=== design 1 ===
Figure 1. Placement density heat map (design 1).
The die is cut into 10 by 15 equal tiles; white is low, dark blue is high, 0 to 100% covered.
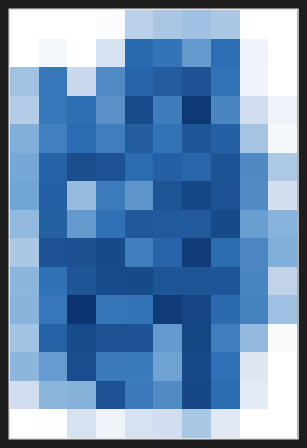

### config.mk
export PLATFORM = sky130hd
export DESIGN_NAME = reg_status_table_param_flat
export DESIGN_NICKNAME = d
export VERILOG_FILES = /design/src/rtl/reg_status_table_param_if.sv /design/src/rtl/reg_status_table_param.sv /design/src/flat_wrapper.sv
export SDC_FILE = /design/constraint.sdc
export NUM_CORES = 1
export LEC_CHECK = 0
export ABC_AREA = 1
export CORE_AREA = 3 3 95 143
export DETAILED_ROUTE_END_ITERATION = 6
export DIE_AREA = 0 0 98 146
export PLACE_DENSITY = 0.7
export SKIP_CTS_REPAIR_TIMING = 1
export SLEW_MARGIN = 20
export SYNTH_ARGS = -nofsm -noshare
export SYNTH_HDL_FRONTEND = slang
export SYNTH_SLANG_ARGS = --single-unit
### constraint.sdc
create_clock -name Clock -period 2.9 [get_ports Clock]
set_input_delay 0.435 -clock Clock [delete_from_list [all_inputs] [get_ports Clock]]
set_output_delay 0.435 -clock Clock [all_outputs]
set_load 0.01 [all_outputs]
### src/rtl/reg_status_table_param_if.sv
// Dispatch, CDB, read-port and finished-handshake signals of the register status table.
// The master modport drives requests; the slave modport is the table itself.
interface reg_status_table_param_if #(
    parameter int NUM_REGS = 4,
    parameter int DATA_W   = 16,
    parameter int NUM_RS   = 2,
    parameter int TAG_W    = 3,
    parameter int REG_AW   = 2
);
    logic              disp_valid;
    logic [REG_AW-1:0] disp_rd;
    logic [TAG_W-1:0]  disp_tag;
    logic              cdb_valid;
    logic [TAG_W-1:0]  cdb_tag;
    logic [DATA_W-1:0] cdb_data;
    logic              flush;
    logic [REG_AW-1:0] rd_addr_a;
    logic [REG_AW-1:0] rd_addr_b;
    logic [TAG_W-1:0]  rd_qi_a;
    logic [TAG_W-1:0]  rd_qi_b;
    logic [DATA_W-1:0] rd_val_a;
    logic [DATA_W-1:0] rd_val_b;
    logic [NUM_RS-1:0] fin_ack;
    logic [NUM_RS-1:0] finished;
    logic [REG_AW:0]   busy_count;
    logic              tag_err;

    modport master (
        output disp_valid, disp_rd, disp_tag, cdb_valid, cdb_tag, cdb_data, flush,
               rd_addr_a, rd_addr_b, fin_ack,
        input  rd_qi_a, rd_qi_b, rd_val_a, rd_val_b, finished, busy_count, tag_err
    );

    modport slave (
        input  disp_valid, disp_rd, disp_tag, cdb_valid, cdb_tag, cdb_data, flush,
               rd_addr_a, rd_addr_b, fin_ack,
        output rd_qi_a, rd_qi_b, rd_val_a, rd_val_b, finished, busy_count, tag_err
    );
endinterface

### src/rtl/reg_status_table_param.sv
// Tomasulo register status table: producer tags, committed values, CDB snoop with read bypass.
// Optional feature macro RST_FLUSH_EN: when defined, 'flush' clears all producer tags.
module reg_status_table_param #(
    parameter int NUM_REGS = 4,
    parameter int DATA_W   = 16,
    parameter int NUM_RS   = 2,
    parameter int TAG_W    = 3,
    parameter int REG_AW   = 2
) (
    input logic                     Clock,
    input logic                     Reset,
    reg_status_table_param_if.slave bus
);
    localparam int CNT_W = REG_AW + 1;

    logic [TAG_W-1:0]  r_qi  [NUM_REGS];
    logic [DATA_W-1:0] r_val [NUM_REGS];
    logic [NUM_RS-1:0] r_finished;
    logic [CNT_W-1:0]  r_busy_count;
    logic              r_tag_err;

    logic [TAG_W-1:0]  w_qi_nxt  [NUM_REGS];
    logic [DATA_W-1:0] w_val_nxt [NUM_REGS];
    logic [NUM_RS-1:0] w_fin_nxt;
    logic [CNT_W-1:0]  w_busy_nxt;
    logic              w_disp_ok;
    logic              w_cdb_ok;
    logic              w_err;

    // Legal tags are 1..NUM_RS; tag 0 means "no producer".
    assign w_disp_ok = bus.disp_valid && (bus.disp_tag != '0) && (bus.disp_tag <= TAG_W'(NUM_RS));
    assign w_cdb_ok  = bus.cdb_valid  && (bus.cdb_tag  != '0) && (bus.cdb_tag  <= TAG_W'(NUM_RS));
    assign w_err     = (bus.disp_valid && !w_disp_ok) || (bus.cdb_valid && !w_cdb_ok);

    // NOTE: combinational blocks assign every output a default first so no latch is inferred.
    always_comb begin
        w_qi_nxt   = r_qi;
        w_val_nxt  = r_val;
        w_busy_nxt = '0;
        w_fin_nxt  = r_finished & ~bus.fin_ack;
        for (int k = 0; k < NUM_REGS; k++) begin
            if (w_cdb_ok && (r_qi[k] == bus.cdb_tag)) begin
                w_val_nxt[k] = bus.cdb_data;
                w_qi_nxt[k]  = '0;
            end
        end
        // Dispatch is the newer producer, so it overrides a same-edge CDB clear.
        if (w_disp_ok) begin
            w_qi_nxt[bus.disp_rd] = bus.disp_tag;
        end
`ifdef RST_FLUSH_EN
        if (bus.flush) begin
            for (int k = 0; k < NUM_REGS; k++) begin
                w_qi_nxt[k] = '0;
            end
        end
`endif
        for (int k = 0; k < NUM_REGS; k++) begin
            if (w_qi_nxt[k] != '0) begin
                w_busy_nxt = w_busy_nxt + CNT_W'(1);
            end
        end
        for (int i = 0; i < NUM_RS; i++) begin
            if (w_cdb_ok && (bus.cdb_tag == TAG_W'(i + 1))) begin
                w_fin_nxt[i] = 1'b1;
            end
        end
    end

    // NOTE: the register file is reset too, because each register must come up holding its own index.
    always_ff @(negedge Clock or posedge Reset) begin
        if (Reset) begin
            for (int k = 0; k < NUM_REGS; k++) begin
                r_qi[k]  <= '0;
                r_val[k] <= DATA_W'(k);
            end
            r_finished   <= '0;
            r_busy_count <= '0;
            r_tag_err    <= 1'b0;
        end else begin
            // NOTE: state is updated with non-blocking assignments so every register sees pre-edge values.
            r_qi         <= w_qi_nxt;
            r_val        <= w_val_nxt;
            r_finished   <= w_fin_nxt;
            r_busy_count <= w_busy_nxt;
            r_tag_err    <= r_tag_err | w_err;
        end
    end

    // Read ports show pre-edge state, forwarding a matching broadcast in the same cycle.
    always_comb begin
        bus.rd_qi_a  = r_qi[bus.rd_addr_a];
        bus.rd_val_a = r_val[bus.rd_addr_a];
        bus.rd_qi_b  = r_qi[bus.rd_addr_b];
        bus.rd_val_b = r_val[bus.rd_addr_b];
        if (w_cdb_ok && (r_qi[bus.rd_addr_a] == bus.cdb_tag)) begin
            bus.rd_qi_a  = '0;
            bus.rd_val_a = bus.cdb_data;
        end
        if (w_cdb_ok && (r_qi[bus.rd_addr_b] == bus.cdb_tag)) begin
            bus.rd_qi_b  = '0;
            bus.rd_val_b = bus.cdb_data;
        end
    end

    assign bus.finished   = r_finished;
    assign bus.busy_count = r_busy_count;
    assign bus.tag_err    = r_tag_err;
endmodule

### src/flat_wrapper.sv
// flat-port wrapper written by rule: the top's interface ports become plain ports
module reg_status_table_param_flat 
#(
    parameter int NUM_REGS = 4,
    parameter int DATA_W   = 16,
    parameter int NUM_RS   = 2,
    parameter int TAG_W    = 3,
    parameter int REG_AW   = 2
)
  (Clock, Reset, bus_disp_valid, bus_disp_rd, bus_disp_tag, bus_cdb_valid, bus_cdb_tag, bus_cdb_data, bus_flush, bus_rd_addr_a, bus_rd_addr_b, bus_fin_ack, bus_rd_qi_a, bus_rd_qi_b, bus_rd_val_a, bus_rd_val_b, bus_finished, bus_busy_count, bus_tag_err);
  reg_status_table_param_if #(.NUM_REGS(NUM_REGS), .DATA_W(DATA_W), .NUM_RS(NUM_RS), .TAG_W(TAG_W), .REG_AW(REG_AW)) bus_i ();
  input logic Clock;
  input logic Reset;
  input wire logic [$bits(bus_i.disp_valid)-1:0] bus_disp_valid;
  input wire logic [$bits(bus_i.disp_rd)-1:0] bus_disp_rd;
  input wire logic [$bits(bus_i.disp_tag)-1:0] bus_disp_tag;
  input wire logic [$bits(bus_i.cdb_valid)-1:0] bus_cdb_valid;
  input wire logic [$bits(bus_i.cdb_tag)-1:0] bus_cdb_tag;
  input wire logic [$bits(bus_i.cdb_data)-1:0] bus_cdb_data;
  input wire logic [$bits(bus_i.flush)-1:0] bus_flush;
  input wire logic [$bits(bus_i.rd_addr_a)-1:0] bus_rd_addr_a;
  input wire logic [$bits(bus_i.rd_addr_b)-1:0] bus_rd_addr_b;
  input wire logic [$bits(bus_i.fin_ack)-1:0] bus_fin_ack;
  output wire logic [$bits(bus_i.rd_qi_a)-1:0] bus_rd_qi_a;
  output wire logic [$bits(bus_i.rd_qi_b)-1:0] bus_rd_qi_b;
  output wire logic [$bits(bus_i.rd_val_a)-1:0] bus_rd_val_a;
  output wire logic [$bits(bus_i.rd_val_b)-1:0] bus_rd_val_b;
  output wire logic [$bits(bus_i.finished)-1:0] bus_finished;
  output wire logic [$bits(bus_i.busy_count)-1:0] bus_busy_count;
  output wire logic [$bits(bus_i.tag_err)-1:0] bus_tag_err;
  assign bus_i.disp_valid = bus_disp_valid;
  assign bus_i.disp_rd = bus_disp_rd;
  assign bus_i.disp_tag = bus_disp_tag;
  assign bus_i.cdb_valid = bus_cdb_valid;
  assign bus_i.cdb_tag = bus_cdb_tag;
  assign bus_i.cdb_data = bus_cdb_data;
  assign bus_i.flush = bus_flush;
  assign bus_i.rd_addr_a = bus_rd_addr_a;
  assign bus_i.rd_addr_b = bus_rd_addr_b;
  assign bus_i.fin_ack = bus_fin_ack;
  assign bus_rd_qi_a = bus_i.rd_qi_a;
  assign bus_rd_qi_b = bus_i.rd_qi_b;
  assign bus_rd_val_a = bus_i.rd_val_a;
  assign bus_rd_val_b = bus_i.rd_val_b;
  assign bus_finished = bus_i.finished;
  assign bus_busy_count = bus_i.busy_count;
  assign bus_tag_err = bus_i.tag_err;
  reg_status_table_param #(.NUM_REGS(NUM_REGS), .DATA_W(DATA_W), .NUM_RS(NUM_RS), .TAG_W(TAG_W), .REG_AW(REG_AW)) u_core (.Clock(Clock), .Reset(Reset), .bus(bus_i));
endmodule
=== design 2 ===
<file path="src/rtl/int_core_pkg.sv">
// Shared integer-core definitions: datapath widths and the writeback entry.
package int_core_pkg;

   localparam int unsigned DATA_W = 64;
   localparam int unsigned ADDR_W = 5;
   localparam int unsigned NREG   = 2 ** ADDR_W;

   typedef struct packed {
      logic [ADDR_W-1:0] addr;
      logic [DATA_W-1:0] data;
   } wb_entry_t;

endpackage

</file>
<file path="src/rtl/int_writeback_if.sv">
// Result handshakes, issue notification and register-file write port of int_writeback.
interface int_writeback_if
   import int_core_pkg::*;
();

   logic              alu_valid;
   logic              alu_ready;
   logic [ADDR_W-1:0] alu_addr;
   logic [DATA_W-1:0] alu_data;
   logic              mem_valid;
   logic              mem_ready;
   logic [ADDR_W-1:0] mem_addr;
   logic [DATA_W-1:0] mem_data;
   logic              issue_valid;
   logic [ADDR_W-1:0] issue_addr;
   logic              write_enable;
   logic [ADDR_W-1:0] write_addr;
   logic [DATA_W-1:0] write_data;
   logic [NREG-1:0]   pending;

   modport master (
      output alu_valid, alu_addr, alu_data,
      output mem_valid, mem_addr, mem_data,
      output issue_valid, issue_addr,
      input  alu_ready, mem_ready,
      input  write_enable, write_addr, write_data, pending
   );

   modport slave (
      input  alu_valid, alu_addr, alu_data,
      input  mem_valid, mem_addr, mem_data,
      input  issue_valid, issue_addr,
      output alu_ready, mem_ready,
      output write_enable, write_addr, write_data, pending
   );

endinterface

</file>
<file path="src/rtl/int_writeback_fifo.sv">
// wb_fifo: two-write / one-read circular buffer of writeback entries.
module wb_fifo
   import int_core_pkg::*;
#(
   parameter int unsigned DEPTH = 4
) (
   input  logic                     clock,
   input  logic                     reset,
   input  logic                     wr0_en,
   input  wb_entry_t                wr0_entry,
   input  logic                     wr1_en,
   input  wb_entry_t                wr1_entry,
   input  logic                     rd_en,
   output wb_entry_t                head,
   output logic [$clog2(DEPTH):0]   count,
   output logic [$clog2(DEPTH):0]   free
);

   localparam int unsigned PTR_W = $clog2(DEPTH);
   localparam int unsigned CNT_W = PTR_W + 1;

   wb_entry_t        mem [DEPTH];
   logic [PTR_W-1:0] wr_ptr;
   logic [PTR_W-1:0] rd_ptr;
   logic [1:0]       n_wr;
   logic             do_rd;
   wb_entry_t        first;

   // A lone wr1 takes the slot wr0 would have used, keeping entries contiguous.
   always_comb begin
      n_wr  = {1'b0, wr0_en} + {1'b0, wr1_en};
      first = wr0_en ? wr0_entry : wr1_entry;
      do_rd = rd_en && (count != '0);
   end

   always_ff @(posedge clock) begin
      if (wr0_en || wr1_en) mem[wr_ptr] <= first;
      if (wr0_en && wr1_en) mem[wr_ptr + PTR_W'(1)] <= wr1_entry;
   end

   always_ff @(posedge clock) begin
      if (!reset) begin
         wr_ptr <= '0;
         rd_ptr <= '0;
         count  <= '0;
      end else begin
         wr_ptr <= wr_ptr + PTR_W'(n_wr);
         rd_ptr <= rd_ptr + PTR_W'(do_rd);
         count  <= count + CNT_W'(n_wr) - CNT_W'(do_rd);
      end
   end

   assign head = mem[rd_ptr];
   assign free = CNT_W'(DEPTH) - count;

endmodule

</file>
<file path="src/rtl/int_writeback.sv">
// Writeback serializer: merges ALU/memory results into one register-file write per cycle
// and tracks per-register outstanding writes for decode.
module int_writeback
   import int_core_pkg::*;
#(
   parameter int unsigned DEPTH = 4
) (
   input  logic           clock,
   input  logic           reset,
   int_writeback_if.slave bus
);

   localparam int unsigned CNT_W = $clog2(DEPTH) + 1;

   logic [CNT_W-1:0]  count;
   logic [CNT_W-1:0]  free;
   logic              alu_rdy;
   logic              mem_rdy;
   logic              alu_enq;
   logic              mem_enq;
   logic              drain;
   wb_entry_t         alu_entry;
   wb_entry_t         mem_entry;
   wb_entry_t         head;
   logic              we_q;
   logic [ADDR_W-1:0] waddr_q;
   logic [DATA_W-1:0] wdata_q;
   logic [NREG-1:0]   pend_q;
   logic [NREG-1:0]   pend_n;

   // Readiness uses start-of-cycle free space; ALU owns the last slot.
   always_comb begin
      alu_rdy   = (free != '0);
      mem_rdy   = (free >= CNT_W'(2)) || ((free != '0) && !bus.alu_valid);
      alu_enq   = bus.alu_valid && alu_rdy && (bus.alu_addr != '0);
      mem_enq   = bus.mem_valid && mem_rdy && (bus.mem_addr != '0);
      alu_entry = '{addr: bus.alu_addr, data: bus.alu_data};
      mem_entry = '{addr: bus.mem_addr, data: bus.mem_data};
      drain     = (count != '0);
   end

   wb_fifo #(
      .DEPTH(DEPTH)
   ) u_fifo (
      .clock     (clock),
      .reset     (reset),
      .wr0_en    (alu_enq),
      .wr0_entry (alu_entry),
      .wr1_en    (mem_enq),
      .wr1_entry (mem_entry),
      .rd_en     (drain),
      .head      (head),
      .count     (count),
      .free      (free)
   );

   // Clear on the commit edge first so a same-edge issue to that register wins.
   always_comb begin
      pend_n = pend_q;
      if (we_q) pend_n[waddr_q] = 1'b0;
      if (bus.issue_valid && (bus.issue_addr != '0)) pend_n[bus.issue_addr] = 1'b1;
      pend_n[0] = 1'b0;
   end

   always_ff @(posedge clock) begin
      if (!reset) begin
         we_q    <= 1'b0;
         waddr_q <= '0;
         wdata_q <= '0;
         pend_q  <= '0;
      end else begin
         we_q   <= drain;
         pend_q <= pend_n;
         if (drain) begin
            waddr_q <= head.addr;
            wdata_q <= head.data;
         end
      end
   end

   assign bus.alu_ready    = alu_rdy;
   assign bus.mem_ready    = mem_rdy;
   assign bus.write_enable = we_q;
   assign bus.write_addr   = waddr_q;
   assign bus.write_data   = wdata_q;
   assign bus.pending      = pend_q;

endmodule

</file>
<file path="src/flat_wrapper.sv">
// flat-port wrapper written by rule: the top's interface ports become plain ports
module int_writeback_flat import int_core_pkg::*;
#(
   parameter int unsigned DEPTH = 4
)
  (clock, reset, bus_alu_valid, bus_alu_addr, bus_alu_data, bus_mem_valid, bus_mem_addr, bus_mem_data, bus_issue_valid, bus_issue_addr, bus_alu_ready, bus_mem_ready, bus_write_enable, bus_write_addr, bus_write_data, bus_pending);
  int_writeback_if bus_i ();
  input  logic clock;
  input  logic reset;
  input wire logic [$bits(bus_i.alu_valid)-1:0] bus_alu_valid;
  input wire logic [$bits(bus_i.alu_addr)-1:0] bus_alu_addr;
  input wire logic [$bits(bus_i.alu_data)-1:0] bus_alu_data;
  input wire logic [$bits(bus_i.mem_valid)-1:0] bus_mem_valid;
  input wire logic [$bits(bus_i.mem_addr)-1:0] bus_mem_addr;
  input wire logic [$bits(bus_i.mem_data)-1:0] bus_mem_data;
  input wire logic [$bits(bus_i.issue_valid)-1:0] bus_issue_valid;
  input wire logic [$bits(bus_i.issue_addr)-1:0] bus_issue_addr;
  output wire logic [$bits(bus_i.alu_ready)-1:0] bus_alu_ready;
  output wire logic [$bits(bus_i.mem_ready)-1:0] bus_mem_ready;
  output wire logic [$bits(bus_i.write_enable)-1:0] bus_write_enable;
  output wire logic [$bits(bus_i.write_addr)-1:0] bus_write_addr;
  output wire logic [$bits(bus_i.write_data)-1:0] bus_write_data;
  output wire logic [$bits(bus_i.pending)-1:0] bus_pending;
  assign bus_i.alu_valid = bus_alu_valid;
  assign bus_i.alu_addr = bus_alu_addr;
  assign bus_i.alu_data = bus_alu_data;
  assign bus_i.mem_valid = bus_mem_valid;
  assign bus_i.mem_addr = bus_mem_addr;
  assign bus_i.mem_data = bus_mem_data;
  assign bus_i.issue_valid = bus_issue_valid;
  assign bus_i.issue_addr = bus_issue_addr;
  assign bus_alu_ready = bus_i.alu_ready;
  assign bus_mem_ready = bus_i.mem_ready;
  assign bus_write_enable = bus_i.write_enable;
  assign bus_write_addr = bus_i.write_addr;
  assign bus_write_data = bus_i.write_data;
  assign bus_pending = bus_i.pending;
  int_writeback #(.DEPTH(DEPTH)) u_core (.clock(clock), .reset(reset), .bus(bus_i));
endmodule
</file>
<file path="config.mk">
export PLATFORM = sky130hd
export DESIGN_NAME = int_writeback_flat
export DESIGN_NICKNAME = d
export VERILOG_FILES = /design/src/rtl/int_core_pkg.sv /design/src/rtl/int_writeback_if.sv /design/src/rtl/int_writeback_fifo.sv /design/src/rtl/int_writeback.sv /design/src/flat_wrapper.sv
export SDC_FILE = /design/constraint.sdc
export NUM_CORES = 1
export LEC_CHECK = 0
export CAP_MARGIN = 20
export CORE_MARGIN = 1
export CORE_UTILIZATION = 55
export CTS_CLUSTER_DIAMETER = 60
export DETAILED_ROUTE_END_ITERATION = 7
export PLACE_DENSITY = 0.84
export SLEW_MARGIN = 15
export SYNTH_ARGS = -nofsm -noshare
export SYNTH_HDL_FRONTEND = slang
export SYNTH_SLANG_ARGS = --single-unit
export TNS_END_PERCENT = 100
</file>
<file path="constraint.sdc">
create_clock -name clock -period 8.73 [get_ports clock]
set_input_delay 1.3095 -clock clock [delete_from_list [all_inputs] [get_ports clock]]
set_output_delay 1.3095 -clock clock [all_outputs]
set_load 0.1 [all_outputs]
</file>
=== design 3 ===
`src/rtl/uart_command_sequencer_pkg.sv`:
```
// Shared command codes, operand addresses and sequencer state encoding.
package uart_command_sequencer_pkg;

   localparam logic [7:0] CMD_WRITE   = 8'hAA;
   localparam logic [7:0] CMD_READ    = 8'hBB;
   localparam logic [7:0] CMD_ALU_OPS = 8'hCC;
   localparam logic [7:0] CMD_ALU     = 8'hDD;

   localparam int unsigned OPERAND_A_ADDR = 0;
   localparam int unsigned OPERAND_B_ADDR = 1;

   typedef enum logic [3:0] {
      ST_IDLE,
      ST_WR_ADDR,
      ST_WR_DATA,
      ST_RD_ADDR,
      ST_WAIT_READ,
      ST_OP_A,
      ST_OP_B,
      ST_ALU_FUNC,
      ST_WAIT_ALU
   } seq_state_e;

endpackage

```
`src/rtl/uart_command_sequencer_timer.sv`:
```
// Inter-byte / response watchdog: counts cycles while run is high, expires at TIMEOUT_CYCLES-1.
module inter_byte_timer #(
   parameter int unsigned TIMEOUT_CYCLES = 1000000
) (
   input  logic clk,
   input  logic reset,
   input  logic clear,
   input  logic run,
   output logic expired
);

   localparam int unsigned CNT_W = ($clog2(TIMEOUT_CYCLES) < 1) ? 1 : $clog2(TIMEOUT_CYCLES);

   logic [CNT_W-1:0] count;

   assign expired = run && (count == CNT_W'(TIMEOUT_CYCLES - 1));

   // Cycle counter; cleared by any byte or while idle, holds once expired.
   always_ff @(posedge clk or negedge reset) begin
      if (!reset) begin
         count <= '0;
      end else if (clear || !run) begin
         count <= '0;
      end else if (!expired) begin
         count <= count + CNT_W'(1);
      end
   end

endmodule

```
`src/rtl/uart_command_sequencer.sv`:
```
// Parses UART command frames and sequences register-file and ALU strobes.
module uart_command_sequencer
   import uart_command_sequencer_pkg::*;
#(
   parameter int unsigned DATA_WIDTH         = 8,
   parameter int unsigned ADDRESS_WIDTH      = 4,
   parameter int unsigned ALU_FUNCTION_WIDTH = 4,
   parameter int unsigned TIMEOUT_CYCLES     = 1000000
) (
   input  logic                          clk,
   input  logic                          reset,
   input  logic [DATA_WIDTH-1:0]         receiver_parallel_data,
   input  logic                          receiver_parallel_data_valid,
   input  logic                          transmitter_path_free,
   input  logic                          read_data_valid,
   input  logic                          ALU_result_valid,
   output logic [ADDRESS_WIDTH-1:0]      address,
   output logic [DATA_WIDTH-1:0]         write_data,
   output logic                          write_enable,
   output logic                          read_enable,
   output logic [ALU_FUNCTION_WIDTH-1:0] ALU_function,
   output logic                          ALU_enable,
   output logic                          ALU_clk_enable,
   output logic                          command_error,
   output logic                          frame_timeout
);

   seq_state_e                    state_q, state_d;
   logic [ADDRESS_WIDTH-1:0]      address_d;
   logic [DATA_WIDTH-1:0]         write_data_d;
   logic [ALU_FUNCTION_WIDTH-1:0] func_d;
   logic                          we_d, re_d, alu_en_d, clk_en_d, err_d, to_d;
   logic                          expired_c, addr_ok_c, resp_done_c;
   logic [DATA_WIDTH-1:0]         byte_c;
   logic                          vld_c;

   assign byte_c      = receiver_parallel_data;
   assign vld_c       = receiver_parallel_data_valid;
   assign addr_ok_c   = (byte_c >> ADDRESS_WIDTH) == '0;
   assign resp_done_c = ((state_q == ST_WAIT_READ) && read_data_valid) ||
                        ((state_q == ST_WAIT_ALU)  && ALU_result_valid);

   inter_byte_timer #(
      .TIMEOUT_CYCLES (TIMEOUT_CYCLES)
   ) u_timer (
      .clk     (clk),
      .reset   (reset),
      .clear   (vld_c),
      .run     (state_q != ST_IDLE),
      .expired (expired_c)
   );

   // State and registered outputs.
   always_ff @(posedge clk or negedge reset) begin
      if (!reset) begin
         state_q        <= ST_IDLE;
         address        <= '0;
         write_data     <= '0;
         ALU_function   <= '0;
         write_enable   <= 1'b0;
         read_enable    <= 1'b0;
         ALU_enable     <= 1'b0;
         ALU_clk_enable <= 1'b0;
         command_error  <= 1'b0;
         frame_timeout  <= 1'b0;
      end else begin
         state_q        <= state_d;
         address        <= address_d;
         write_data     <= write_data_d;
         ALU_function   <= func_d;
         write_enable   <= we_d;
         read_enable    <= re_d;
         ALU_enable     <= alu_en_d;
         ALU_clk_enable <= clk_en_d;
         command_error  <= err_d;
         frame_timeout  <= to_d;
      end
   end

   // Frame parsing, strobe generation, rejection and timeout.
   always_comb begin
      state_d      = state_q;
      address_d    = address;
      write_data_d = write_data;
      func_d       = ALU_function;
      we_d         = 1'b0;
      re_d         = 1'b0;
      alu_en_d     = 1'b0;
      err_d        = 1'b0;
      to_d         = 1'b0;

      case (state_q)
         ST_IDLE: begin
            if (vld_c) begin
               if (!transmitter_path_free) begin
                  err_d = 1'b1;
               end else if (byte_c == DATA_WIDTH'(CMD_WRITE)) begin
                  state_d = ST_WR_ADDR;
               end else if (byte_c == DATA_WIDTH'(CMD_READ)) begin
                  state_d = ST_RD_ADDR;
               end else if (byte_c == DATA_WIDTH'(CMD_ALU_OPS)) begin
                  state_d = ST_OP_A;
               end else if (byte_c == DATA_WIDTH'(CMD_ALU)) begin
                  state_d = ST_ALU_FUNC;
               end else begin
                  err_d = 1'b1;
               end
            end
         end
         ST_WR_ADDR, ST_RD_ADDR: begin
            if (vld_c) begin
               if (!addr_ok_c) begin
                  err_d   = 1'b1;
                  state_d = ST_IDLE;
               end else begin
                  address_d = byte_c[ADDRESS_WIDTH-1:0];
                  if (state_q == ST_WR_ADDR) begin
                     state_d = ST_WR_DATA;
                  end else begin
                     re_d    = 1'b1;
                     state_d = ST_WAIT_READ;
                  end
               end
            end
         end
         ST_WR_DATA: begin
            if (vld_c) begin
               write_data_d = byte_c;
               we_d         = 1'b1;
               state_d      = ST_IDLE;
            end
         end
         ST_OP_A, ST_OP_B: begin
            if (vld_c) begin
               write_data_d = byte_c;
               we_d         = 1'b1;
               if (state_q == ST_OP_A) begin
                  address_d = ADDRESS_WIDTH'(OPERAND_A_ADDR);
                  state_d   = ST_OP_B;
               end else begin
                  address_d = ADDRESS_WIDTH'(OPERAND_B_ADDR);
                  state_d   = ST_ALU_FUNC;
               end
            end
         end
         ST_ALU_FUNC: begin
            if (vld_c) begin
               func_d   = byte_c[ALU_FUNCTION_WIDTH-1:0];
               alu_en_d = 1'b1;
               state_d  = ST_WAIT_ALU;
            end
         end
         ST_WAIT_READ, ST_WAIT_ALU: begin
            if (vld_c) begin
               err_d   = 1'b1;
               state_d = ST_IDLE;
            end else if (resp_done_c) begin
               state_d = ST_IDLE;
            end
         end
         default: state_d = ST_IDLE;
      endcase

      // Bytes and responses take priority over an expiring timer.
      if ((state_q != ST_IDLE) && !vld_c && !resp_done_c && expired_c) begin
         to_d    = 1'b1;
         state_d = ST_IDLE;
      end

      clk_en_d = (state_d == ST_OP_A) || (state_d == ST_OP_B) ||
                 (state_d == ST_ALU_FUNC) || (state_d == ST_WAIT_ALU);
   end

endmodule

```
`config.mk`:
```
export PLATFORM = sky130hd
export DESIGN_NAME = uart_command_sequencer
export DESIGN_NICKNAME = d
export VERILOG_FILES = /design/src/rtl/uart_command_sequencer_pkg.sv /design/src/rtl/uart_command_sequencer_timer.sv /design/src/rtl/uart_command_sequencer.sv
export SDC_FILE = /design/constraint.sdc
export NUM_CORES = 1
export LEC_CHECK = 0
export ABC_AREA = 1
export CORE_MARGIN = 4
export CORE_UTILIZATION = 49
export DETAILED_ROUTE_END_ITERATION = 7
export PLACE_DENSITY = 0.8
export SYNTH_ARGS = -nofsm -noshare
export SYNTH_HDL_FRONTEND = slang
export SYNTH_HIERARCHICAL = 1
export SYNTH_SLANG_ARGS = --single-unit
```
`constraint.sdc`:
```
create_clock -name clk -period 1.8 [get_ports clk]
set_input_delay 0.36 -clock clk [delete_from_list [all_inputs] [get_ports clk]]
set_output_delay 0.36 -clock clk [all_outputs]
set_load 0.005 [all_outputs]
```
=== design 4 ===
## config.mk

```make
export PLATFORM = sky130hd
export DESIGN_NAME = seq_restore_divider
export DESIGN_NICKNAME = d
export VERILOG_FILES = /design/src/rtl/seq_div_pkg.sv /design/src/rtl/div_step.sv /design/src/rtl/seq_restore_divider.sv
export SDC_FILE = /design/constraint.sdc
export NUM_CORES = 1
export LEC_CHECK = 0
export CAP_MARGIN = 20
export CORE_ASPECT_RATIO = 1.2
export CORE_MARGIN = 1
export CORE_UTILIZATION = 54
export CTS_CLUSTER_SIZE = 28
export DETAILED_ROUTE_END_ITERATION = 7
export GPL_TIMING_DRIVEN = 0
export PLACE_DENSITY = 0.83
export SETUP_SLACK_MARGIN = 0.2
export SYNTH_ARGS = -nofsm -noshare
export SYNTH_HDL_FRONTEND = slang
export SYNTH_SLANG_ARGS = --single-unit
```

## constraint.sdc

```tcl
create_clock -name clk -period 19.19 [get_ports clk]
set_input_delay 1.919 -clock clk [delete_from_list [all_inputs] [get_ports clk]]
set_output_delay 1.919 -clock clk [all_outputs]
set_load 0.02 [all_outputs]
```

## src/rtl/seq_div_pkg.sv

```systemverilog
// seq_div_pkg: shared types and elaboration helpers for the sequential
// restoring divider (FSM state encoding, legal-K check, counter width).
package seq_div_pkg;

  typedef enum logic [1:0] {
    DIV_IDLE = 2'd0,
    DIV_PREP = 2'd1,
    DIV_ITER = 2'd2,
    DIV_FIX  = 2'd3
  } div_state_e;

  // Width of the iteration counter, which must hold N/K.
  function automatic int iter_cnt_w(input int n, input int k);
    return $clog2(n / k + 1);
  endfunction

  // Quotient bits per cycle must be 1, 2 or 4 and divide the operand width.
  function automatic bit k_is_legal(input int n, input int k);
    return (n >= 4) && ((k == 1) || (k == 2) || (k == 4)) && ((n % k) == 0);
  endfunction

endpackage

```

## src/rtl/div_step.sv

```systemverilog
// div_step: one iteration of restoring division retiring K quotient bits.
// Purely combinational; K single-bit steps cascaded within one cycle.
module div_step #(
  parameter int N = 64,
  parameter int K = 1
) (
  input  logic [N:0]   p_in,
  input  logic [N-1:0] sr_in,
  input  logic [N-1:0] dmag,
  output logic [N:0]   p_out,
  output logic [N-1:0] sr_out,
  output logic [K-1:0] q_bits
);

  logic [N:0] p_sh;
  logic [N:0] diff;

  // Shift in the next dividend bit, trial-subtract, restore on borrow (bit N).
  always_comb begin
    p_out  = p_in;
    sr_out = sr_in;
    q_bits = '0;
    p_sh   = '0;
    diff   = '0;
    for (int i = 0; i < K; i++) begin
      p_sh   = (p_out << 1) | (N+1)'(sr_out[N-1]);
      sr_out = sr_out << 1;
      diff   = p_sh - {1'b0, dmag};
      q_bits[K-1-i] = ~diff[N];
      p_out  = diff[N] ? p_sh : diff;
    end
  end

endmodule

```

## src/rtl/seq_restore_divider.sv

```systemverilog
// seq_restore_divider: multi-cycle restoring divider, K quotient bits/clock.
// Build option SEQ_DIV_SIGNED_EN: when defined, signed_mode selects
// two's-complement operation; when undefined, signed_mode is ignored and
// every operation is unsigned with identical latency.
//
// state    | meaning
// DIV_IDLE | ready=1, waiting for start
// DIV_PREP | operand magnitudes, divide-by-zero detect, load counter
// DIV_ITER | K restoring steps per cycle until the counter expires
// DIV_FIX  | sign fix-up, register results, pulse done
module seq_restore_divider
  import seq_div_pkg::*;
#(
  parameter int N = 64,
  parameter int K = 1
) (
  input  logic         clk,
  input  logic         reset,
  input  logic         start,
  output logic         ready,
  input  logic         signed_mode,
  input  logic [N-1:0] dividend,
  input  logic [N-1:0] divisor,
  output logic [N-1:0] quotient,
  output logic [N-1:0] remainder,
  output logic         done,
  output logic         div_by_zero
);

  localparam int CW    = iter_cnt_w(N, K);
  localparam int ITERS = N / K;

  if (!k_is_legal(N, K)) begin : g_bad_param
    $error("seq_restore_divider: K must be 1, 2 or 4, divide N, and N >= 4");
  end

  div_state_e    state;
  logic [CW-1:0] cnt;
  logic [N:0]    p;
  logic [N-1:0]  sr;       // dividend magnitude, refilled with quotient bits
  logic [N-1:0]  dmag;
  logic          dz_pend;

  logic [N:0]    p_step;
  logic [N-1:0]  sr_step;
  logic [K-1:0]  q_step;

`ifdef SEQ_DIV_SIGNED_EN
  logic sm;
  logic q_neg;
  logic r_neg;

  function automatic logic [N-1:0] mag(input logic [N-1:0] v);
    return v[N-1] ? -v : v;
  endfunction
`else
  logic unused_signed_mode;
  assign unused_signed_mode = signed_mode;
`endif

  assign ready = (state == DIV_IDLE);

  div_step #(.N(N), .K(K)) u_step (
    .p_in   (p),
    .sr_in  (sr),
    .dmag   (dmag),
    .p_out  (p_step),
    .sr_out (sr_step),
    .q_bits (q_step)
  );

  // Sequencer plus operand, partial-remainder and result registers.
  always_ff @(posedge clk or posedge reset) begin
    if (reset) begin
      state       <= DIV_IDLE;
      cnt         <= '0;
      p           <= '0;
      sr          <= '0;
      dmag        <= '0;
      dz_pend     <= 1'b0;
      quotient    <= '0;
      remainder   <= '0;
      div_by_zero <= 1'b0;
      done        <= 1'b0;
`ifdef SEQ_DIV_SIGNED_EN
      sm          <= 1'b0;
      q_neg       <= 1'b0;
      r_neg       <= 1'b0;
`endif
    end else begin
      done <= 1'b0;
      case (state)
        DIV_IDLE: begin
          if (start) begin
            sr    <= dividend;
            dmag  <= divisor;
`ifdef SEQ_DIV_SIGNED_EN
            sm    <= signed_mode;
`endif
            state <= DIV_PREP;
          end
        end
        DIV_PREP: begin
          p <= '0;
          if (dmag == '0) begin
            // Leave sr untouched so the raw dividend becomes the remainder.
            dz_pend <= 1'b1;
            state   <= DIV_FIX;
          end else begin
            dz_pend <= 1'b0;
`ifdef SEQ_DIV_SIGNED_EN
            if (sm) begin
              sr    <= mag(sr);
              dmag  <= mag(dmag);
              q_neg <= sr[N-1] ^ dmag[N-1];
              r_neg <= sr[N-1];
            end else begin
              q_neg <= 1'b0;
              r_neg <= 1'b0;
            end
`endif
            cnt   <= CW'(ITERS);
            state <= DIV_ITER;
          end
        end
        DIV_ITER: begin
          p   <= p_step;
          sr  <= sr_step | N'(q_step);
          cnt <= cnt - 1'b1;
          if (cnt == CW'(1)) begin
            state <= DIV_FIX;
          end
        end
        DIV_FIX: begin
          if (dz_pend) begin
            quotient    <= '1;
            remainder   <= sr;
            div_by_zero <= 1'b1;
          end else begin
`ifdef SEQ_DIV_SIGNED_EN
            quotient    <= q_neg ? -sr : sr;
            remainder   <= r_neg ? -p[N-1:0] : p[N-1:0];
`else
            quotient    <= sr;
            remainder   <= p[N-1:0];
`endif
            div_by_zero <= 1'b0;
          end
          done  <= 1'b1;
          state <= DIV_IDLE;
        end
        default: state <= DIV_IDLE;
      endcase
    end
  end

endmodule
```


==> layout pictures side by side <==
Signal wires on met4.
Plate I
Bar = 20 um. Supply wires on this layer in grey. Cells faint in the background.
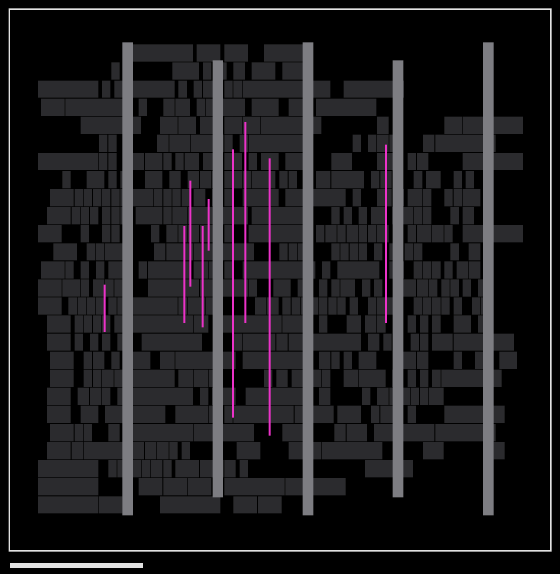
Plate II
Bar = 20 um. Supply wires on this layer in grey. Cells faint in the background.
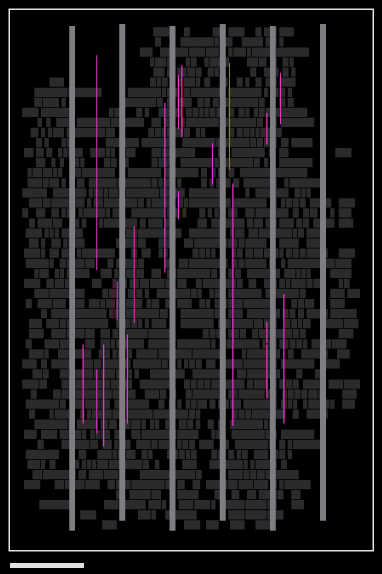
Plate III
Bar = 50 um. Supply wires on this layer in grey. Cells faint in the background.
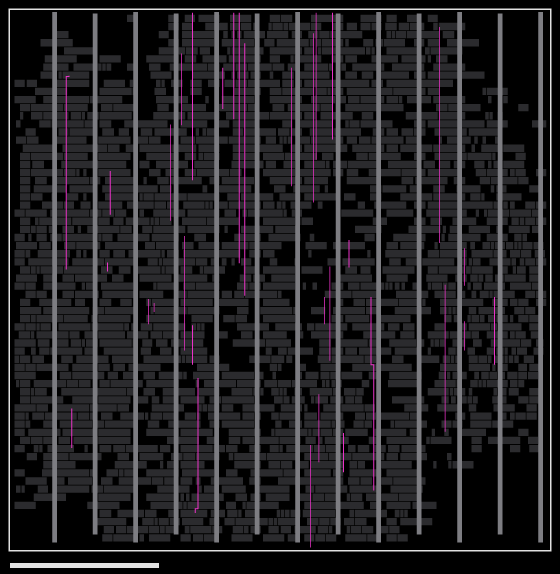
Plate IV
Bar = 50 um. Supply wires on this layer in grey. Cells faint in the background.
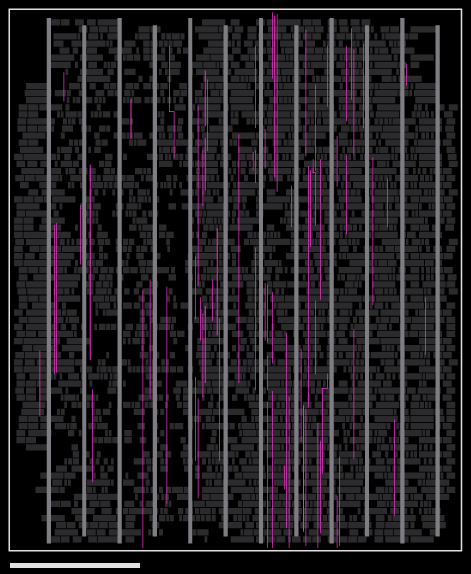
- smallest die: Plate I
Plate I comes from design 3.
Plate IV comes from design 4.
Plate II comes from design 1.
Plate III comes from design 2.

Figure 2. Track usage over the die (design 1).
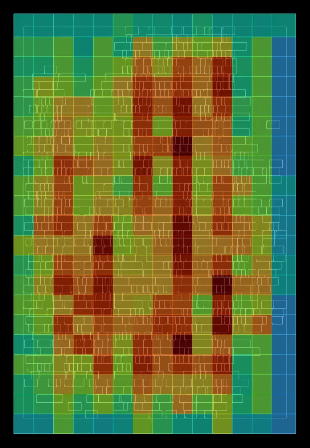
met3 Resource Use GR: 0.03405
grt peak-use layer: met2
global-route track usage on met1: 0.2541
combined global-route utilization of all metal layers: 0.2201

Notes on Figure 1 above:
The mean over all tiles is 55%. 35% of the tiles are over 75% full. The fullest tile reaches 98%.
core utilization before placement: 0.3965
final core utilization: 0.6477
placeable core region: 12450 sq um

==> impl.org, design 1 <==
#+TITLE: Flow metrics

** Timing
- The final max-slew violation count recorded for this run is 0.
- Setup slack of the critical path after layout :: -1431 ps
- The tightest hold path in the finished design has a slack of 428.5 ps.
- Number of setup violations in the final report :: 45

** GRT
- The first global-routing pass estimated 25820 um of wire.
- In the global route stage, met2 resource usage came out at 0.4035.
- Entering global routing, the biggest net connects 66 pins.

** Clock tree
- Clock tree synthesis inserted a total of 9 buffers.
- Total clock sinks :: 82
- Clock latency (worst-skew pair) :: 400 ps
- The registers of the reported paths see a clock transition of 50 ps.

** Status
- Violations in the final reports :: setup timing
- Outcome :: finished with violations

** Cells and area
- Filler cell count in the final layout :: 993
- Layout multi-input combinational cell count :: 500
- At the end of the flow, the number of nets in the layout was 915.
- Sequential cell area :: 2057 sq um
- Largest register by flop count :: u_core.r_val

** Setup path
- Max fanout on the critical path was recorded as 8.
- Critical path endpoint category :: primary output
- Critical Path Source :: u_core.r_qi[0]
- Reg2reg start :: u_core.r_qi[10]
- Counting cells, the worst reg-to-reg path comes to 16.

** Routing
- # DRC :: 0
- Per the log, the first TritonRoute iteration ended with a DRC count of 518.
- The first detailed-routing pass took 5 iterations.
- Top Metal Used :: met4
- TritonRoute output was used to compute an average wire per cell of 16.74 um.

** Hold path
- Looking at hold timing, the worst path starts from u_core.r_val[39].
- Hold-critical path depth :: 2

** Synthesis
- Async set-or-reset flop fraction in the synthesized netlist :: 1.000
- The area fraction of the largest cell type after synthesis is 0.3954.
- Summing every instance area after synthesis gives 4936 sq um.
- Average cell area after synthesis :: 7.092 sq um
- Largest family of logic cells by area :: AND-OR/OR-AND gates
- Most frequently used cell type in the post-synthesis netlist :: o21ai_0
- Per the Yosys statistics, synthesis produced 696 cells.

** Die
- The vertical die dimension reported for this design is 146 um.
- Chip area :: 14310 sq um
- Die Span X :: 98 um

** Power and ir drop
- In this run, power in flip-flops and latches comes to 1.91 mW.
- The clock network power reported by the tool is 1.11 mW.
- The group that draws the most power in this run is combinational logic.
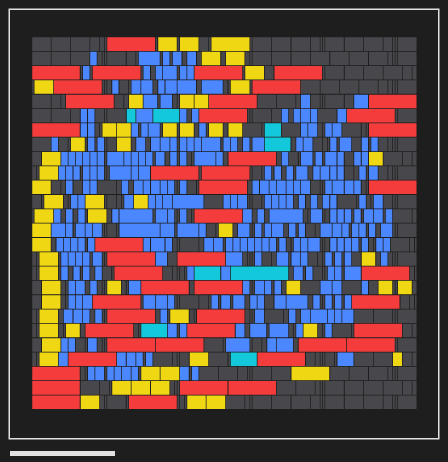
Figure 3: design 3, cells coloured by class.
Bar = 20 um. Fill, decap, tap and diode cells in grey.
Key: yellow = other buffers and delay cells [cells 58, share of their area 16%]; cyan = clock drivers and dummy loads [cells 8, share of their area 3.4%]; blue = all other logic [cells 308, share of their area 45%]; red = flops [cells 46, share of their area 35%]

==> impl.org, design 3 <==
#+TITLE: Flow metrics

** Status
- The run finished with clean final reports.

** Cells and area
- The register with the most flip-flops in the layout has 20 of them.
- The plain and repair buffers instantiated in the layout total 58.
- Of the cells placed in the final design, the portion with a size suffix greater than 1 is 0.1667.
- Portion of the layout cell area used by non-clock buffers :: 0.1606

** Synthesis
- Biggest area consumer among synthesized cells :: dfrtp_1
- Dominant register cell :: dfrtp_1
- Area reported by Yosys stat :: 2631 sq um
- Synthesis inferred 46 register bits.
- Net count after synthesis :: 372

** Clock tree
- TritonCTS built the clock tree.
- Per the CTS log, the buffer count on the longest clock path is 2.

** Routing
- Count of routing violations after the opening detailed-route iteration :: 142
- Routed length on met3 :: 254 um
- The detailed router put a total of 2742 um of wire on met1.

** Timing
- The flow reports an fmax of 0.6092 GHz.
- Number of max-slew violations in the final report :: 0
- Portion of the clock cycle consumed by the worst path in the final layout :: 0.9120
- Final setup skew :: 6.634 ps

** Power and ir drop
- Flop+latch power :: 1.23 mW
- Ratio of total power to cell area :: 783.4 nW/um^2

** Job
- Per the run summary, max-cap violations total 0.

** Place
- Worst setup slack after placement :: -71.06 ps
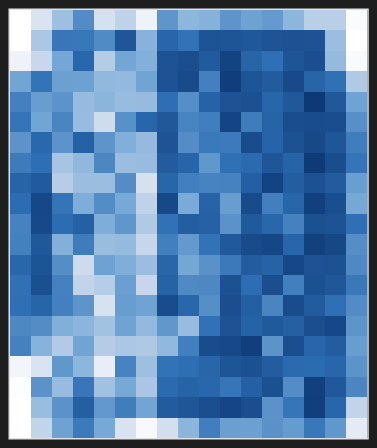
Figure 4: design 4, placement density heat map.
The die is cut into 17 by 21 equal tiles; white is low, dark blue is high, 0 to 100% covered.
The mean over all tiles is 64%. 1.7% of the tiles are nearly empty. The fullest tile reaches 96%. The densest ninth of the die: east.
core utilization before placement: 0.5525
placeable core region: 34350 sq um
final core utilization: 0.6803

==> impl.org, design 4 <==
#+TITLE: Flow metrics

** Setup path
- The worst register-to-register path has a depth of 16.
- Top fanout value on the critical path :: 10
- CP startpoint kind :: flip-flop

** Timing
- Pin slew with the least headroom to its limit :: 878.1 ps
- The final timing summary puts the cycle share of the worst path at 0.2178.
- Clock skew on the completed layout was measured at 15.35 ps.

** Routing
- After detailed routing, the number of remaining DRC violations is 0.
- Routed length on met3 :: 4798 um

** Cells and area
- Top logic cell by instance count in the layout :: dfrtp_1
- Sequential cell area :: 8308 sq um
- CLK BUF :: 43
- Portion of the layout cell area used by non-clock buffers :: 0.1381
- Non-CTS buffers :: 399
- Proportion of layout cells with a drive suffix above 1 :: 0.07886

** Power and ir drop
- The group that draws the most power in this run is combinational logic.
- Final Power :: 4.119 mW
- Switching power as a fraction of the total was reported as 0.4631.
- In the power breakdown, the internal column shows 2.211 mW.

** Die
- 263 I/O pins were placed.
- The floorplan step set the die width to 173.1 um.

** Synthesis
- Most frequently used cell type in the post-synthesis netlist :: dfrtp_1
- FF+latch count, synth :: 332
- Count of yosys warnings during synthesis :: 0

** Status
- The run finished with clean final reports.

** Clock tree
- CTS H-Tree Depth :: 2

** GRT
- Number of antenna violations at the first check in global routing :: 3
- Global-route track usage on met1 :: 0.4705

** Hold path
- Hold-critical path depth :: 1

** Place
- Routability congestion estimate from global placement :: 0.9652
- Timing analysis after detailed placement gives a worst setup slack of 14570 ps.
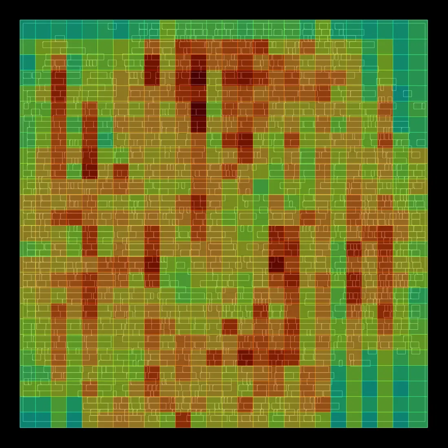
Figure 5: design 2, track usage over the die.
grt peak-use layer: met2
combined global-route utilization of all metal layers: 0.2641
global-route track usage on met1: 0.3330
final routed wire length divided by cell count: 23.05 um

==> impl.org, design 2 <==
#+TITLE: Flow metrics

** Cells and area
- Per the final layout report, the fraction of cells sized above drive strength 1 comes to 0.2695.
- Clock network share of area :: 0.05607
- Sequential cell area :: 10460 sq um
- Seq/total area :: 0.4852
- Largest register by flop count :: u_core.u_fifo.mem
- Largest contributor to cell area by class :: registers
- The final report gives the standard cell area, fillers excluded, as 21550 sq um.
- Relative to the synthesized area, the layout overhead comes to 22.36%.
- The final antenna diode tally reported by the flow is 6.

** Setup path
- The capture point of the critical path was reported as u_core.u_fifo.mem[1][34].
- For this design, the slowest cell found on the critical path is buf_4.
- CP startpoint kind :: primary input
- Critical Path Source :: bus_alu_valid
- The timing report lists the critical path depth as 8 cells.
- STA classifies the critical path endpoint as a flip-flop.

** Timing
- Per the timing report, the achievable frequency comes out to 0.2153 GHz.
- Tightest hold margin :: 472.9 ps
- Number of max-slew violations in the final report :: 0
- Endpoints failing hold :: 0
- The pin closest to its max-slew limit shows a slew of 1131 ps.

** Clock tree
- Per the CTS log, the buffer count on the longest clock path is 3.
- TritonCTS built the clock tree.
- CTS built an H-tree with a depth of 2.
- Clock tree synthesis inserted a total of 40 buffers.

** GRT
- Via count of the first global-routing pass :: 11730
- Pin count of the biggest net entering global routing :: 72

** Synthesis
- Count of yosys warnings during synthesis :: 0
- The main area contributors are edfxtp_1 (47%), mux2_2 (15%), dfxtp_1 (12%).
- FF+latch count, synth :: 384
- Most frequently used cell type in the post-synthesis netlist :: edfxtp_1
- Area fraction in xor and xnor cells :: 0.002486
- Dominant register cell :: edfxtp_1
- Adder and majority cell fraction of the synthesized area :: 0.008949
- Per the synthesis report, the simple-gate share of the synthesized area is 0.07358.
- Per Yosys stat, the portion of area used by sequential elements is 0.5932.
- Synthesis instantiated 38 different standard cells from the library.
- Async set-or-reset flop fraction in the synthesized netlist :: 0

** Die
- After floorplanning, the die was sized to cover 32750 sq um.
- Placeable core region :: 31560 sq um
- The initialized floorplan defines 65 standard-cell rows.
- Die Span X :: 181.0 um

** Routing
- Length of the first detailed-routing pass in iterations :: 5
- Detailed-route wire length :: 42760 um
- Via count :: 11140

** Power and ir drop
- NetSw :: 2.973 mW
- The switching portion of total power comes to 0.3761.
- Of the total power, combinational logic draws 0.411.
- Combinational power :: 3.25 mW

** Place
- After its last routability iteration, the placer logged a weighted congestion of 0.8477.
- Total placed instance area :: 20330 sq um
- The placement report lists the number of port buffers as 250.

** Job
- Number of warnings in the stage logs :: 29

** Hold path
- Hold analysis shows the worst path with a depth of 2.

** Status
- Outcome :: complete, no violations


## Gallery

Met1 routing.
Supply wires on this layer in grey.
(a)
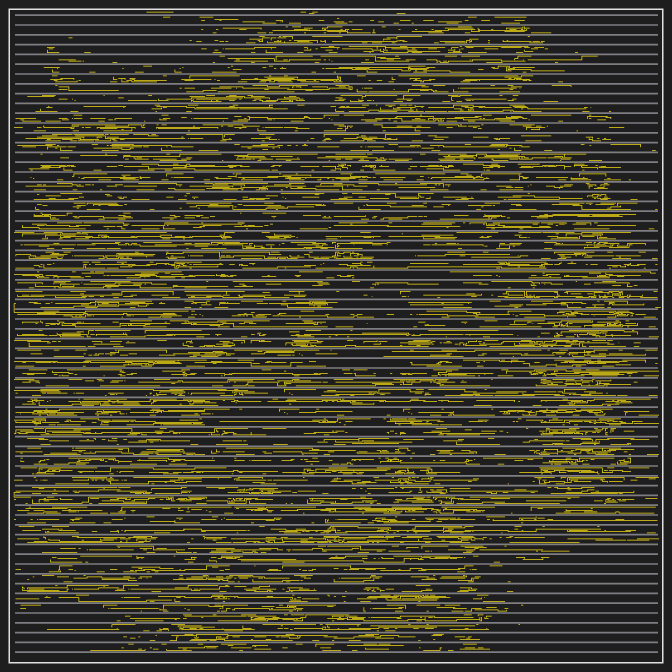
(b)
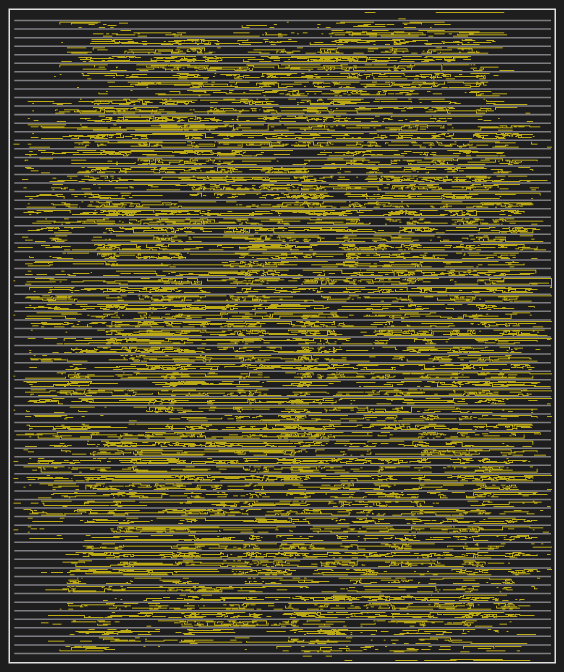
(c)
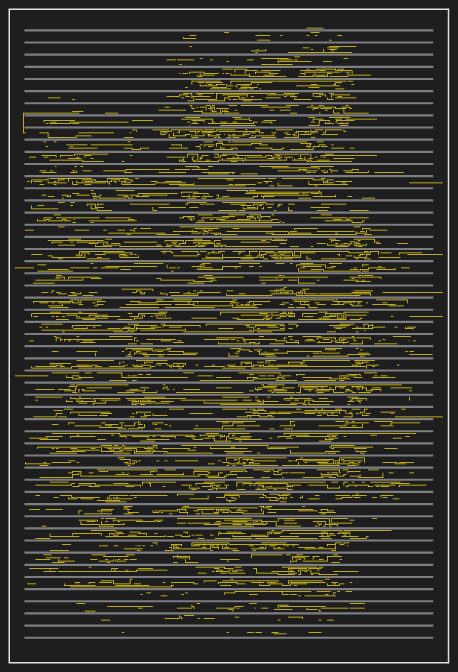
(d)
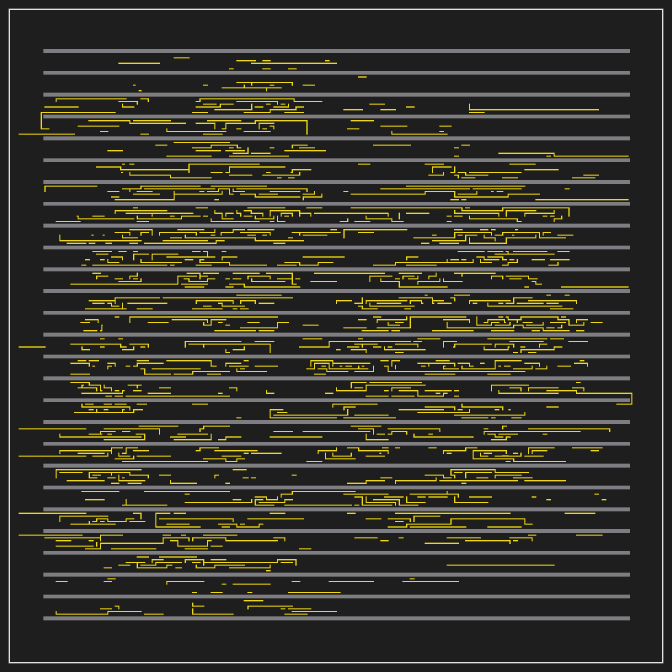
- design 1 = (c)
- design 4 = (b)
- design 3 = (d)
- design 2 = (a)


## Gallery

Cells coloured by class.
picture 1
Bar = 20 um. Fill, decap, tap and diode cells in grey.
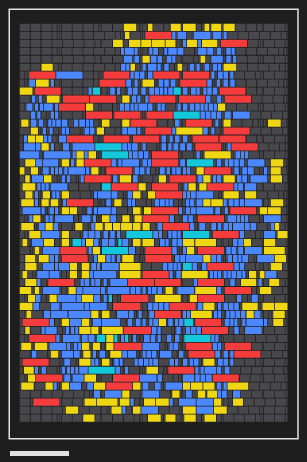
picture 2
Bar = 50 um. Fill, decap, tap and diode cells in grey.
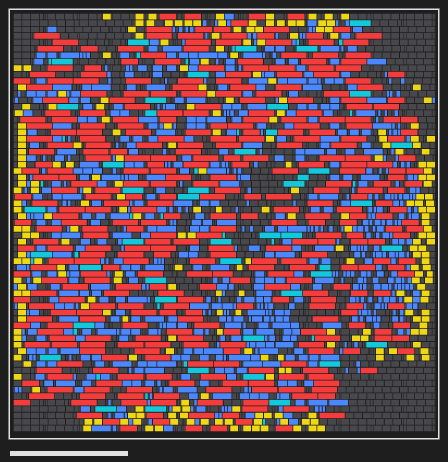
picture 3
Bar = 50 um. Fill, decap, tap and diode cells in grey.
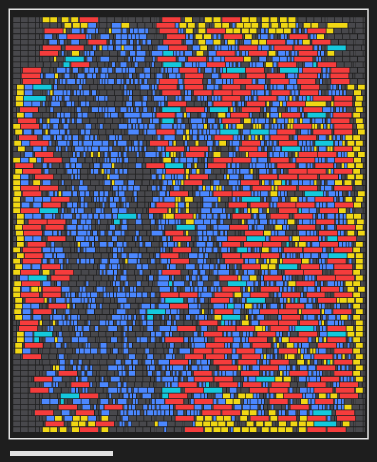
Design 4 is picture 3.
Design 1 is picture 1.
Design 2 is picture 2.
- fewest sequential cells: picture 1

Key to picture 2:
Key: yellow = other buffers and delay cells [cells 263, share of their area 12%]; blue = all other logic [cells 729, share of their area 32%]; red = flops [cells 384, share of their area 50%]; cyan = clock drivers and dummy loads [cells 71, share of their area 5.7%]

Power figures rest on the tool's default switching activity, not on a simulated workload.
